# ---- design 1 ----
design_1/m2.png
Bar = 20 um.
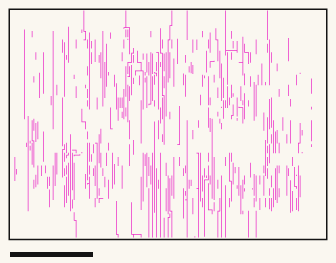

File: src/rtl/pipeline_hazard_ctrl.sv
// Pipeline hazard / control-transfer controller.
// Detects RAW hazards against EX and MEM write-backs, handles taken branches,
// and sequences interrupt entry (accept, 2-cycle drain, inject).
module pipeline_hazard_ctrl (
  input  logic        clk,
  input  logic        rst,
  input  logic        id_valid,
  input  logic [4:0]  id_src_x,
  input  logic [4:0]  id_src_y,
  input  logic        id_uses_x,
  input  logic        id_uses_y,
  input  logic        ex_rf_wr,
  input  logic [4:0]  ex_wb_addr,
  input  logic        mem_rf_wr,
  input  logic [4:0]  mem_wb_addr,
  input  logic        br_taken,
  input  logic        int_req,
  input  logic        i_flag,
  output logic        stall_if,
  output logic        flush_if,
  output logic        nop_id,
  output logic        int_inject,
  output logic        int_ack,
  output logic [1:0]  state_dbg,
  output logic [15:0] stall_cycles
);

  localparam logic [1:0] RUN    = 2'd0;
  localparam logic [1:0] FLUSH  = 2'd1;
  localparam logic [1:0] DRAIN  = 2'd2;
  localparam logic [1:0] INJECT = 2'd3;

  logic [1:0] state;
  logic [1:0] state_nxt;
  logic       drain_cnt;
  logic       drain_cnt_nxt;
  logic       hazard;
  logic       hit_x;
  logic       hit_y;
  logic       stall_inc;

  // RAW hazard: a used source matches an enabled EX or MEM write-back (r0 included)
  always_comb begin
    hit_x  = id_uses_x && ((ex_rf_wr  && (id_src_x == ex_wb_addr)) ||
                           (mem_rf_wr && (id_src_x == mem_wb_addr)));
    hit_y  = id_uses_y && ((ex_rf_wr  && (id_src_y == ex_wb_addr)) ||
                           (mem_rf_wr && (id_src_y == mem_wb_addr)));
    hazard = id_valid && (hit_x || hit_y);
  end

  // Next-state and output decode; outputs held low while reset is asserted
  always_comb begin
    state_nxt     = state;
    drain_cnt_nxt = drain_cnt;
    stall_if      = 1'b0;
    flush_if      = 1'b0;
    nop_id        = 1'b0;
    int_inject    = 1'b0;
    int_ack       = 1'b0;
    stall_inc     = 1'b0;
    if (!rst) begin
      case (state)
        RUN: begin
          if (br_taken) begin
            flush_if  = 1'b1;
            nop_id    = 1'b1;
            state_nxt = FLUSH;
          end else if (hazard) begin
            stall_if  = 1'b1;
            nop_id    = 1'b1;
            stall_inc = 1'b1;
          end else if (int_req && i_flag) begin
            stall_if      = 1'b1;
            nop_id        = 1'b1;
            drain_cnt_nxt = 1'b1;
            state_nxt     = DRAIN;
          end
        end
        FLUSH: begin
          flush_if  = 1'b1;
          nop_id    = 1'b1;
          state_nxt = RUN;
        end
        DRAIN: begin
          if (br_taken) begin
            flush_if      = 1'b1;
            nop_id        = 1'b1;
            drain_cnt_nxt = 1'b0;
            state_nxt     = FLUSH;
          end else begin
            stall_if = 1'b1;
            nop_id   = 1'b1;
            if (drain_cnt) drain_cnt_nxt = 1'b0;
            else           state_nxt     = INJECT;
          end
        end
        default: begin
          int_inject = 1'b1;
          stall_if   = 1'b1;
          int_ack    = 1'b1;
          state_nxt  = RUN;
        end
      endcase
    end
  end

  // State, drain counter and saturating stall counter
  always_ff @(posedge clk or posedge rst) begin
    if (rst) begin
      state        <= RUN;
      drain_cnt    <= 1'b0;
      stall_cycles <= '0;
    end else begin
      state     <= state_nxt;
      drain_cnt <= drain_cnt_nxt;
      if (stall_inc && (stall_cycles != '1))
        stall_cycles <= stall_cycles + 16'd1;
    end
  end

  assign state_dbg = state;

endmodule
File: config.mk
export PLATFORM = sky130hd
export DESIGN_NAME = pipeline_hazard_ctrl
export DESIGN_NICKNAME = d
export VERILOG_FILES = /design/src/rtl/pipeline_hazard_ctrl.sv
export SDC_FILE = /design/constraint.sdc
export NUM_CORES = 1
export LEC_CHECK = 0
export ABC_AREA = 1
export CAP_MARGIN = 25
export CORE_ASPECT_RATIO = 0.7
export CORE_MARGIN = 3
export CORE_UTILIZATION = 50
export CTS_CLUSTER_DIAMETER = 120
export CTS_CLUSTER_SIZE = 28
export DETAILED_ROUTE_END_ITERATION = 12
export DONT_BUFFER_PORTS = 1
export SKIP_LAST_GASP = 1
export SLEW_MARGIN = 15
export SYNTH_ARGS = -nofsm -noshare
export SYNTH_HDL_FRONTEND = slang
export SYNTH_SLANG_ARGS = --single-unit
File: constraint.sdc
create_clock -name clk -period 1.97 [get_ports clk]
set_input_delay 0.591 -clock clk [delete_from_list [all_inputs] [get_ports clk]]
set_output_delay 0.591 -clock clk [all_outputs]
set_load 0.005 [all_outputs]
# ---- design 2 ----
### src/rtl/alu_writeback_if.sv
// Handshake bundle between the LC-3b ALU, the writeback stage and the register file / fetch.
// The design side is the slave modport; the environment driving it is the master modport.
interface alu_writeback_if #(
    parameter int WIDTH = 16
);
    logic             flush;
    logic             in_valid;
    logic             in_ready;
    logic [WIDTH-1:0] in_result;
    logic             in_zero;
    logic             in_positive;
    logic             in_negative;
    logic [2:0]       in_dest;
    logic             in_wen;
    logic             in_setcc;
    logic             in_br;
    logic [2:0]       in_br_nzp;
    logic             out_valid;
    logic             out_ready;
    logic [WIDTH-1:0] out_result;
    logic [2:0]       out_dest;
    logic             out_wen;
    logic             out_taken;
    logic             cc_n;
    logic             cc_z;
    logic             cc_p;
    logic             cc_err;

    modport slave (
        input  flush,
        input  in_valid,
        output in_ready,
        input  in_result,
        input  in_zero,
        input  in_positive,
        input  in_negative,
        input  in_dest,
        input  in_wen,
        input  in_setcc,
        input  in_br,
        input  in_br_nzp,
        output out_valid,
        input  out_ready,
        output out_result,
        output out_dest,
        output out_wen,
        output out_taken,
        output cc_n,
        output cc_z,
        output cc_p,
        output cc_err
    );

    modport master (
        output flush,
        output in_valid,
        input  in_ready,
        output in_result,
        output in_zero,
        output in_positive,
        output in_negative,
        output in_dest,
        output in_wen,
        output in_setcc,
        output in_br,
        output in_br_nzp,
        input  out_valid,
        output out_ready,
        input  out_result,
        input  out_dest,
        input  out_wen,
        input  out_taken,
        input  cc_n,
        input  cc_z,
        input  cc_p,
        input  cc_err
    );
endinterface

### src/rtl/alu_writeback.sv
// LC-3b writeback / condition-code stage: 2-entry in-order buffer that retires ALU results,
// updates the NZP register on setcc pops and resolves branches against the architectural CC.
module alu_writeback #(
    parameter int WIDTH = 16
) (
    input  logic             clk,
    input  logic             reset,
    alu_writeback_if.slave   bus
);

    typedef struct packed {
        logic [WIDTH-1:0] result;
        logic [2:0]       flags;   // {negative, zero, positive}
        logic [2:0]       dest;
        logic             wen;
        logic             setcc;
        logic             br;
        logic [2:0]       br_nzp;
    } entry_t;

    function automatic logic f_onehot3(input logic [2:0] v);
        return (v == 3'b100) || (v == 3'b010) || (v == 3'b001);
    endfunction

    entry_t     r_mem [2];
    logic       r_wr_ptr;
    logic       r_rd_ptr;
    logic [1:0] r_count;
    logic [2:0] r_cc;
    logic       r_cc_err;

    entry_t     w_in_entry;
    entry_t     w_head;
    logic       w_in_ready;
    logic       w_out_valid;
    logic       w_push;
    logic       w_pop;
    logic [1:0] w_count_nxt;
    logic       w_taken;

    // Handshake qualification and next occupancy; in_ready comes from the registered count only.
    always_comb begin
        w_in_ready  = (r_count != 2'd2);
        w_out_valid = (r_count != 2'd0);
        w_push      = bus.in_valid & w_in_ready;
        w_pop       = w_out_valid & bus.out_ready;
        case ({w_push, w_pop})
            2'b10:   w_count_nxt = r_count + 2'd1;
            2'b01:   w_count_nxt = r_count - 2'd1;
            default: w_count_nxt = r_count;
        endcase
    end

    // Pack the incoming ALU result and decode control into one buffer entry.
    always_comb begin
        w_in_entry        = '0;
        w_in_entry.result = bus.in_result;
        w_in_entry.flags  = {bus.in_negative, bus.in_zero, bus.in_positive};
        w_in_entry.dest   = bus.in_dest;
        w_in_entry.wen    = bus.in_wen;
        w_in_entry.setcc  = bus.in_setcc;
        w_in_entry.br     = bus.in_br;
        w_in_entry.br_nzp = bus.in_br_nzp;
    end

    // Head entry and branch resolution against the CC as it stands this cycle.
    always_comb begin
        w_head  = r_mem[r_rd_ptr];
        w_taken = 1'b0;
        if (w_out_valid && w_head.br) begin
            w_taken = |(w_head.br_nzp & r_cc);
        end else begin
            w_taken = 1'b0;
        end
    end

    // Buffer storage, pointers, occupancy and the architectural condition codes.
    always_ff @(posedge clk or posedge reset) begin
        if (reset) begin
            for (int i = 0; i < 2; i++) begin
                r_mem[i] <= '0;
            end
            r_wr_ptr <= 1'b0;
            r_rd_ptr <= 1'b0;
            r_count  <= 2'd0;
            r_cc     <= 3'b010;
            r_cc_err <= 1'b0;
        end else if (bus.flush) begin
            // Flush drops the buffer only; CC and the sticky error survive.
            r_wr_ptr <= 1'b0;
            r_rd_ptr <= 1'b0;
            r_count  <= 2'd0;
        end else begin
            if (w_push) begin
                r_mem[r_wr_ptr] <= w_in_entry;
                r_wr_ptr        <= ~r_wr_ptr;
            end
            if (w_pop) begin
                r_rd_ptr <= ~r_rd_ptr;
                if (w_head.setcc) begin
                    if (f_onehot3(w_head.flags)) begin
                        r_cc <= w_head.flags;
                    end else begin
                        r_cc_err <= 1'b1;
                    end
                end
            end
            r_count <= w_count_nxt;
        end
    end

    assign bus.in_ready   = w_in_ready;
    assign bus.out_valid  = w_out_valid;
    assign bus.out_result = w_head.result;
    assign bus.out_dest   = w_head.dest;
    assign bus.out_wen    = w_head.wen & w_out_valid;
    assign bus.out_taken  = w_taken;
    assign bus.cc_n       = r_cc[2];
    assign bus.cc_z       = r_cc[1];
    assign bus.cc_p       = r_cc[0];
    assign bus.cc_err     = r_cc_err;

endmodule
### src/flat_wrapper.sv
// flat-port wrapper written by rule: the top's interface ports become plain ports
module alu_writeback_flat 
#(
    parameter int WIDTH = 16
)
  (clk, reset, bus_flush, bus_in_valid, bus_in_ready, bus_in_result, bus_in_zero, bus_in_positive, bus_in_negative, bus_in_dest, bus_in_wen, bus_in_setcc, bus_in_br, bus_in_br_nzp, bus_out_valid, bus_out_ready, bus_out_result, bus_out_dest, bus_out_wen, bus_out_taken, bus_cc_n, bus_cc_z, bus_cc_p, bus_cc_err);
  alu_writeback_if #(.WIDTH(WIDTH)) bus_i ();
  input  logic clk;
  input  logic reset;
  input wire logic [$bits(bus_i.flush)-1:0] bus_flush;
  input wire logic [$bits(bus_i.in_valid)-1:0] bus_in_valid;
  output wire logic [$bits(bus_i.in_ready)-1:0] bus_in_ready;
  input wire logic [$bits(bus_i.in_result)-1:0] bus_in_result;
  input wire logic [$bits(bus_i.in_zero)-1:0] bus_in_zero;
  input wire logic [$bits(bus_i.in_positive)-1:0] bus_in_positive;
  input wire logic [$bits(bus_i.in_negative)-1:0] bus_in_negative;
  input wire logic [$bits(bus_i.in_dest)-1:0] bus_in_dest;
  input wire logic [$bits(bus_i.in_wen)-1:0] bus_in_wen;
  input wire logic [$bits(bus_i.in_setcc)-1:0] bus_in_setcc;
  input wire logic [$bits(bus_i.in_br)-1:0] bus_in_br;
  input wire logic [$bits(bus_i.in_br_nzp)-1:0] bus_in_br_nzp;
  output wire logic [$bits(bus_i.out_valid)-1:0] bus_out_valid;
  input wire logic [$bits(bus_i.out_ready)-1:0] bus_out_ready;
  output wire logic [$bits(bus_i.out_result)-1:0] bus_out_result;
  output wire logic [$bits(bus_i.out_dest)-1:0] bus_out_dest;
  output wire logic [$bits(bus_i.out_wen)-1:0] bus_out_wen;
  output wire logic [$bits(bus_i.out_taken)-1:0] bus_out_taken;
  output wire logic [$bits(bus_i.cc_n)-1:0] bus_cc_n;
  output wire logic [$bits(bus_i.cc_z)-1:0] bus_cc_z;
  output wire logic [$bits(bus_i.cc_p)-1:0] bus_cc_p;
  output wire logic [$bits(bus_i.cc_err)-1:0] bus_cc_err;
  assign bus_i.flush = bus_flush;
  assign bus_i.in_valid = bus_in_valid;
  assign bus_in_ready = bus_i.in_ready;
  assign bus_i.in_result = bus_in_result;
  assign bus_i.in_zero = bus_in_zero;
  assign bus_i.in_positive = bus_in_positive;
  assign bus_i.in_negative = bus_in_negative;
  assign bus_i.in_dest = bus_in_dest;
  assign bus_i.in_wen = bus_in_wen;
  assign bus_i.in_setcc = bus_in_setcc;
  assign bus_i.in_br = bus_in_br;
  assign bus_i.in_br_nzp = bus_in_br_nzp;
  assign bus_out_valid = bus_i.out_valid;
  assign bus_i.out_ready = bus_out_ready;
  assign bus_out_result = bus_i.out_result;
  assign bus_out_dest = bus_i.out_dest;
  assign bus_out_wen = bus_i.out_wen;
  assign bus_out_taken = bus_i.out_taken;
  assign bus_cc_n = bus_i.cc_n;
  assign bus_cc_z = bus_i.cc_z;
  assign bus_cc_p = bus_i.cc_p;
  assign bus_cc_err = bus_i.cc_err;
  alu_writeback #(.WIDTH(WIDTH)) u_core (.clk(clk), .reset(reset), .bus(bus_i));
endmodule
### config.mk
export PLATFORM = sky130hd
export DESIGN_NAME = alu_writeback_flat
export DESIGN_NICKNAME = d
export VERILOG_FILES = /design/src/rtl/alu_writeback_if.sv /design/src/rtl/alu_writeback.sv /design/src/flat_wrapper.sv
export SDC_FILE = /design/constraint.sdc
export NUM_CORES = 1
export LEC_CHECK = 0
export ABC_AREA = 1
export CORE_MARGIN = 1
export CORE_UTILIZATION = 50
export DETAILED_ROUTE_END_ITERATION = 8
export PLACE_DENSITY_LB_ADDON = 0.25
export SLEW_MARGIN = 10
export SYNTH_ARGS = -nofsm -noshare
export SYNTH_HDL_FRONTEND = slang
export SYNTH_SLANG_ARGS = --single-unit
### constraint.sdc
create_clock -name clk -period 2.6 [get_ports clk]
set_input_delay 0.52 -clock clk [delete_from_list [all_inputs] [get_ports clk]]
set_output_delay 0.52 -clock clk [all_outputs]
set_load 0.05 [all_outputs]
# ---- design 3 ----
`config.mk`:
```
export PLATFORM = sky130hd
export DESIGN_NAME = dla_edge_handshake_responder
export DESIGN_NICKNAME = d
export VERILOG_FILES = /design/src/rtl/dla_edge_handshake_pkg.sv /design/src/rtl/dla_edge_handshake_responder.sv
export SDC_FILE = /design/constraint.sdc
export NUM_CORES = 1
export LEC_CHECK = 0
export CAP_MARGIN = 20
export CORE_UTILIZATION = 51
export DETAILED_ROUTE_END_ITERATION = 16
export PLACE_DENSITY = 0.95
export REMOVE_ABC_BUFFERS = 1
export SYNTH_ARGS = -nofsm -noshare
export SYNTH_HDL_FRONTEND = slang
export SYNTH_SLANG_ARGS = --single-unit
```
`constraint.sdc`:
```
create_clock -name clk -period 3.6 [get_ports clk]
set_input_delay 0.72 -clock clk [delete_from_list [all_inputs] [get_ports clk]]
set_output_delay 0.72 -clock clk [all_outputs]
set_load 0.01 [all_outputs]
```
`src/rtl/dla_edge_handshake_pkg.sv`:
```
// Shared types for the two-phase edge handshake responder.
package dla_edge_handshake_pkg;

    typedef enum logic [1:0] {
        IDLE   = 2'd0,
        SETTLE = 2'd1,
        VALID  = 2'd2
    } edge_resp_state_t;

endpackage

```
`src/rtl/dla_edge_handshake_responder.sv`:
```
// Destination end of a toggle handshake: captures payload SETTLE_CYCLES after a request edge,
// offers it as valid/ready (held until i_ready), and flips the ack toggle on acceptance.
module dla_edge_handshake_responder
    import dla_edge_handshake_pkg::*;
#(
    parameter int DATA_WIDTH    = 8,
    parameter int SETTLE_CYCLES = 2,
    parameter int COUNT_WIDTH   = 16
) (
    input  logic                   clk,
    input  logic                   i_sync_reset,
    input  logic                   i_req_toggle,
    input  logic [DATA_WIDTH-1:0]  i_req_data,
    output logic                   o_ack_toggle,
    output logic                   o_valid,
    output logic [DATA_WIDTH-1:0]  o_data,
    input  logic                   i_ready,
    output logic                   o_busy,
    output logic                   o_protocol_error,
    output logic [COUNT_WIDTH-1:0] o_event_count
);

    localparam int CNT_W = (SETTLE_CYCLES < 1) ? 1 : $clog2(SETTLE_CYCLES + 1);
    localparam logic [CNT_W-1:0] SETTLE_LOAD =
        (SETTLE_CYCLES > 0) ? CNT_W'(SETTLE_CYCLES - 1) : '0;

    edge_resp_state_t        state_q, state_d;
    logic                    req_prev_q, req_prev_d;
    logic                    ack_q, ack_d;
    logic [DATA_WIDTH-1:0]   data_q, data_d;
    logic                    err_q, err_d;
    logic [COUNT_WIDTH-1:0]  evt_q, evt_d;
    logic [CNT_W-1:0]        settle_q, settle_d;
    logic                    edge_seen;

    assign edge_seen = (i_req_toggle != req_prev_q);

    always_comb begin
        state_d    = state_q;
        req_prev_d = req_prev_q;
        ack_d      = ack_q;
        data_d     = data_q;
        err_d      = err_q;
        evt_d      = evt_q;
        settle_d   = settle_q;
        case (state_q)
            IDLE: begin
                if (edge_seen) begin
                    req_prev_d = i_req_toggle;
                    if (SETTLE_CYCLES == 0) begin
                        data_d  = i_req_data;
                        state_d = VALID;
                    end else begin
                        settle_d = SETTLE_LOAD;
                        state_d  = SETTLE;
                    end
                end
            end
            SETTLE: begin
                // An early edge is flagged but left unconsumed; IDLE picks it up later.
                if (edge_seen) err_d = 1'b1;
                if (settle_q == '0) begin
                    data_d  = i_req_data;
                    state_d = VALID;
                end else begin
                    settle_d = settle_q - 1'b1;
                end
            end
            VALID: begin
                if (edge_seen) err_d = 1'b1;
                if (i_ready) begin
                    ack_d   = req_prev_q;
                    evt_d   = (evt_q == '1) ? evt_q : evt_q + 1'b1;
                    state_d = IDLE;
                end
            end
            default: state_d = IDLE;
        endcase
    end

    always_ff @(posedge clk) begin
        if (i_sync_reset) begin
            state_q    <= IDLE;
            req_prev_q <= 1'b0;
            ack_q      <= 1'b0;
            data_q     <= '0;
            err_q      <= 1'b0;
            evt_q      <= '0;
            settle_q   <= '0;
        end else begin
            state_q    <= state_d;
            req_prev_q <= req_prev_d;
            ack_q      <= ack_d;
            data_q     <= data_d;
            err_q      <= err_d;
            evt_q      <= evt_d;
            settle_q   <= settle_d;
        end
    end

    assign o_ack_toggle     = ack_q;
    assign o_valid          = (state_q == VALID);
    assign o_busy           = (state_q != IDLE);
    assign o_data           = data_q;
    assign o_protocol_error = err_q;
    assign o_event_count    = evt_q;

endmodule

```

## Gallery

Signal wires by layer.
Bar = 20 um. Two of the layers only.
picture 1
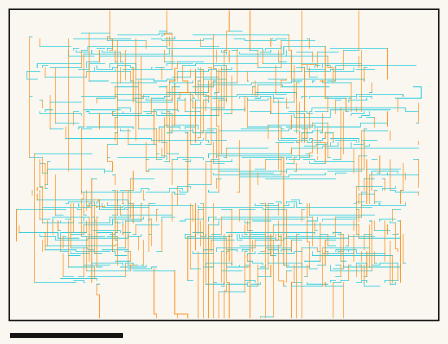
picture 2
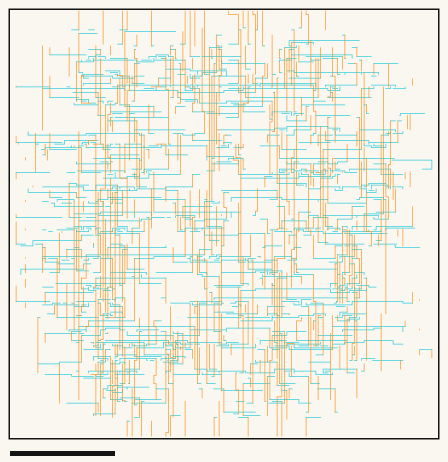
picture 3
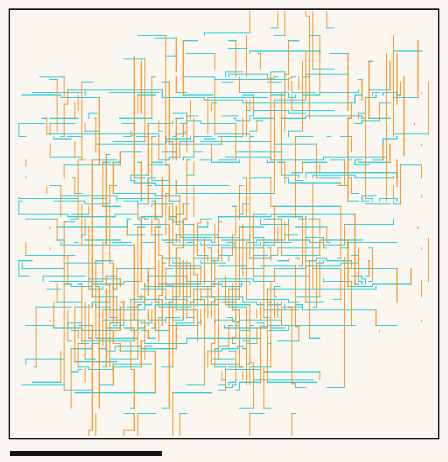
picture 3: design 3
picture 2: design 2
picture 1: design 1

design_2/m3.png
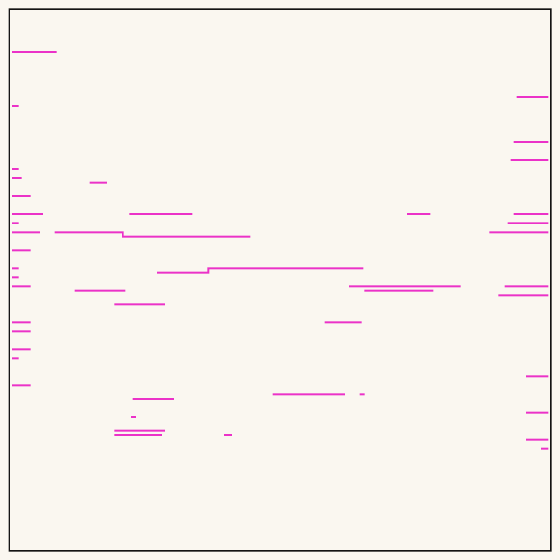
main direction: horizontal
nets with wire on the layer: 40
met3 Usage GRT: 4.67%
vias post-DR: 2420
final wirelength: 6020 um

==> reports/results.txt, design 2 <==
Status - finished, final reports clean
Metal3 WL - 250 um
Pre-CTS setup slack - 0.636 ns
Metal-1 WL - 2740 um
Reg-to-reg startpoint - u_core.r_rd_ptr$_DFFE_PP0P_
P_clk - 868 uW
Area growth syn-to-layout - 20.2%
Worst EP required - 2.08 ns
Most numerous cell in the Yosys netlist - nand2_1
CTS clock-pin slew for the worst setup and hold paths - 0.07 ns
Relative slew slack - 64.6%
Fraction of area in multi-input gates - 29.4%
Clk sink count - 64
Drt first pass iters - 4
Final ANT Viol Nets - 0
Top Layer Used - met4
Commonest cells in the netlist - nand2_1 (151), dfrtp_1 (63), inv_1 (40)
RSZ-0062 raised after global routing - no
Top fanout value on the critical path - 5
Final Skew - 0.00784 ns
Final cell count without fillers - 500
Initial antenna violation count - 0
Final Core Density - 63.3%
Min-delay src - u_core.bus.cc_err$_DFFE_PP0P_
Largest area contributor in the netlist - dfrtp_1
Seq. pwr - 1610 uW
Combinational gate area - 1120 um2
Hold buffer count at cts - 0
Cell Chain, Critical Path - inv_1 -> nand2_1 -> clkdlybuf4s50_1
Log Warnings - 26
Filler cells - 517
HP Class - flop to flop
Pwr dens - 1140 nW/um2
Synth Warn # - 0
Area leader share - 49.9%
Achievable frequency - 435 MHz
Yosys cell types - 23
Multi-In Gates - 239
Iter 0 DRT Violations - 135
Largest regs - u_core.r_mem: 56 flops, u_core.r_cc: 3 flops, u_core.r_count: 2 flops
Clk Tree Root Cell - clkbuf_8
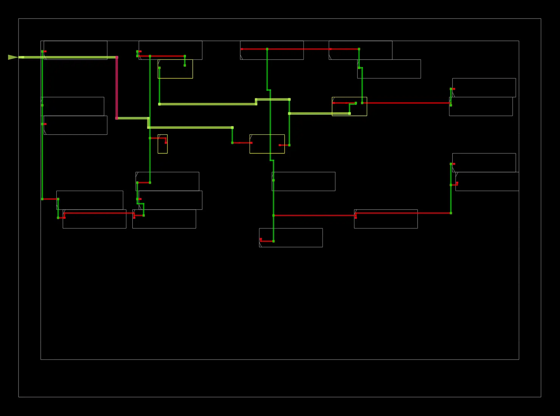
design_1/clock_nets.png
P_clk: 279 uW
clk sink count: 19
clock buffer count from CTS: 3
CLK BUF: 4

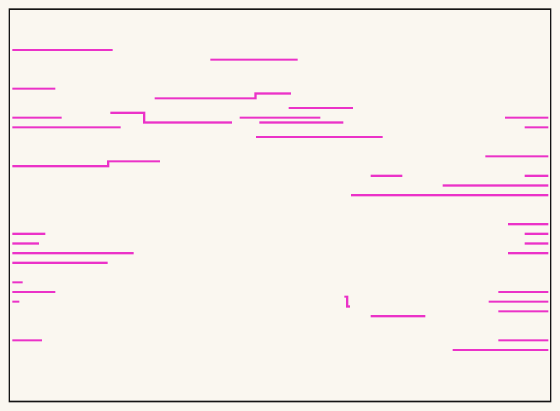
design_1/m3.png
share of all routed wire: 7.9%
wire length on this layer: 344 um
met3 Usage GRT: 7.58%
vias post-DR: 1706
final wirelength: 4330 um

Notes on design_1/m2.png above:
wire length on this layer: 1760 um
nets with wire on the layer: 247
longest straight run: 28.1 um
met2 GRT Util: 30.8%

==> reports/results.txt, design 1 <==
Status - finished with violations
Failing checks - setup timing
Max Slew Vio Count - 0
XOR Share, Synth - 5.12%
Final cell count without fillers - 342
Critical R2R Capture - stall_cycles[8]$_DFFE_PP0P_
Combinational power share - 39.4%
Final hold slack - 0.297 ns
Largest net degree at the start of global routing - 20
Final worst setup slack - -0.0584 ns
Final setup vio count - 2
Seq_cells - 19
Synth flops - 19
Cts repair resizes - 43
Seq. pwr - 477 uW
TritonCTS clock tree - yes
Clock power share - 22.4%
IO Count - 53
RSZ-0062 raised after global routing - yes
Crit path time final - 2.03 ns
Int Power - 793 uW
Log Warnings - 32
Non-clk bufs - 12
Mapped Area - 1710 um2
Chip area line of the yosys report - 1710 um2
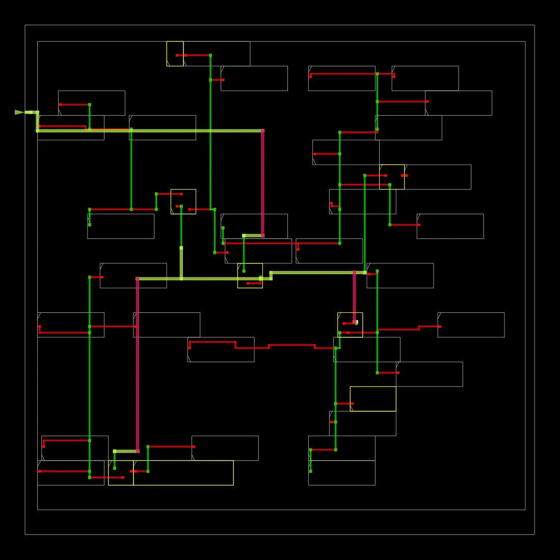
design_3/clock_nets.png
seq_cells: 31
Final Skew: 0.00738 ns
clock buffer count from CTS: 5

==> reports/results.txt, design 3 <==
Post-Layout Inst Area - 2000 um2
Congestion Overflow GR - 0
Status - finished, final reports clean
Area growth syn-to-layout - 33.4%
Filler cells - 228
ANT cells - 0
Adder Area Share - 5.01%
Largest family of logic cells by area - simple AND/OR/NAND/NOR gates
Yosys cell types - 34
Fraction of area in registers - 31.0%
P_clk - 289 uW
Seq. pwr - 423 uW
Critical R2R Capture - o_event_count[15]$_SDFFE_PP0P_
Commonest cells in the netlist - dfxtp_1 (31), nand2_1 (27), a21oi_1 (22)
Non-clk bufs - 41
Hold buffer count at cts - 0
Fraction of area in multi-input gates - 40.5%
Setup crit end - o_event_count[15]$_SDFFE_PP0P_
Min-delay src - o_data[6]$_SDFFE_PP0P_
M1 GR Usage - 28.7%
Crit Path Class - primary input to flop
Final worst setup slack - 1.18 ns


==> gallery <==
Supply network.
Bar = 20 um. Pins as bars on the die edge.
panel A
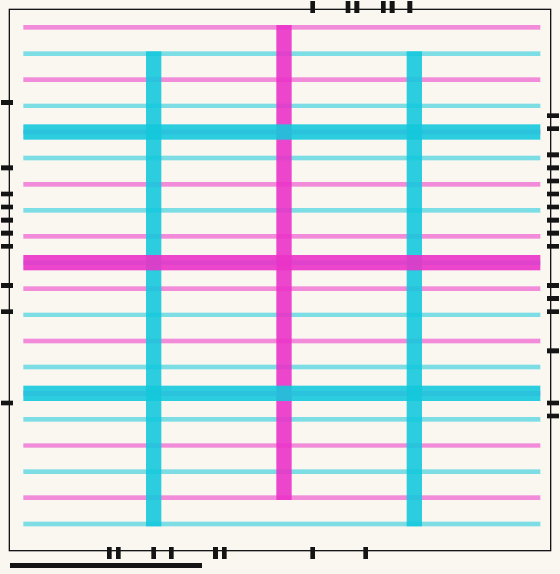
panel B
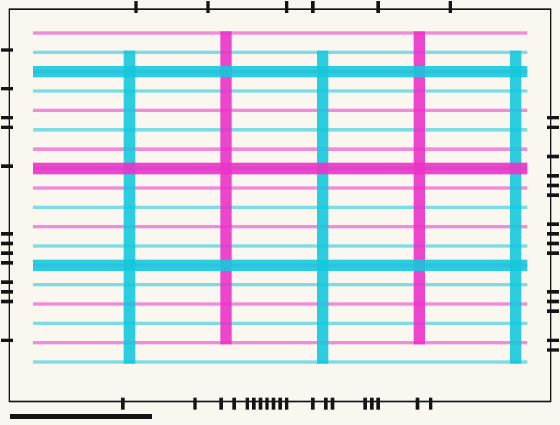
panel C
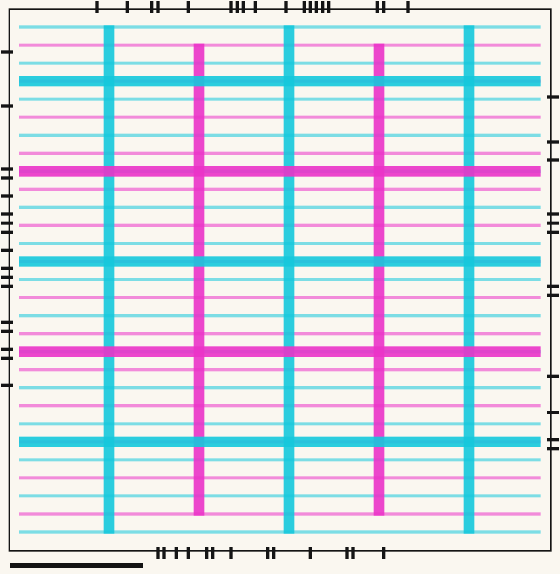
Of these, largest die: panel C
Of these, smallest die: panel A
| picture | from |
|---|---|
| panel C | design 2 |
| panel A | design 3 |
| panel B | design 1 |

Key to panel C:
legend:
  VDD:
    color: magenta
  VSS:
    color: cyan
met5 straps: 5
met1 rails: 29
signal pins: 60

Power and IR drop assume default switching activity.
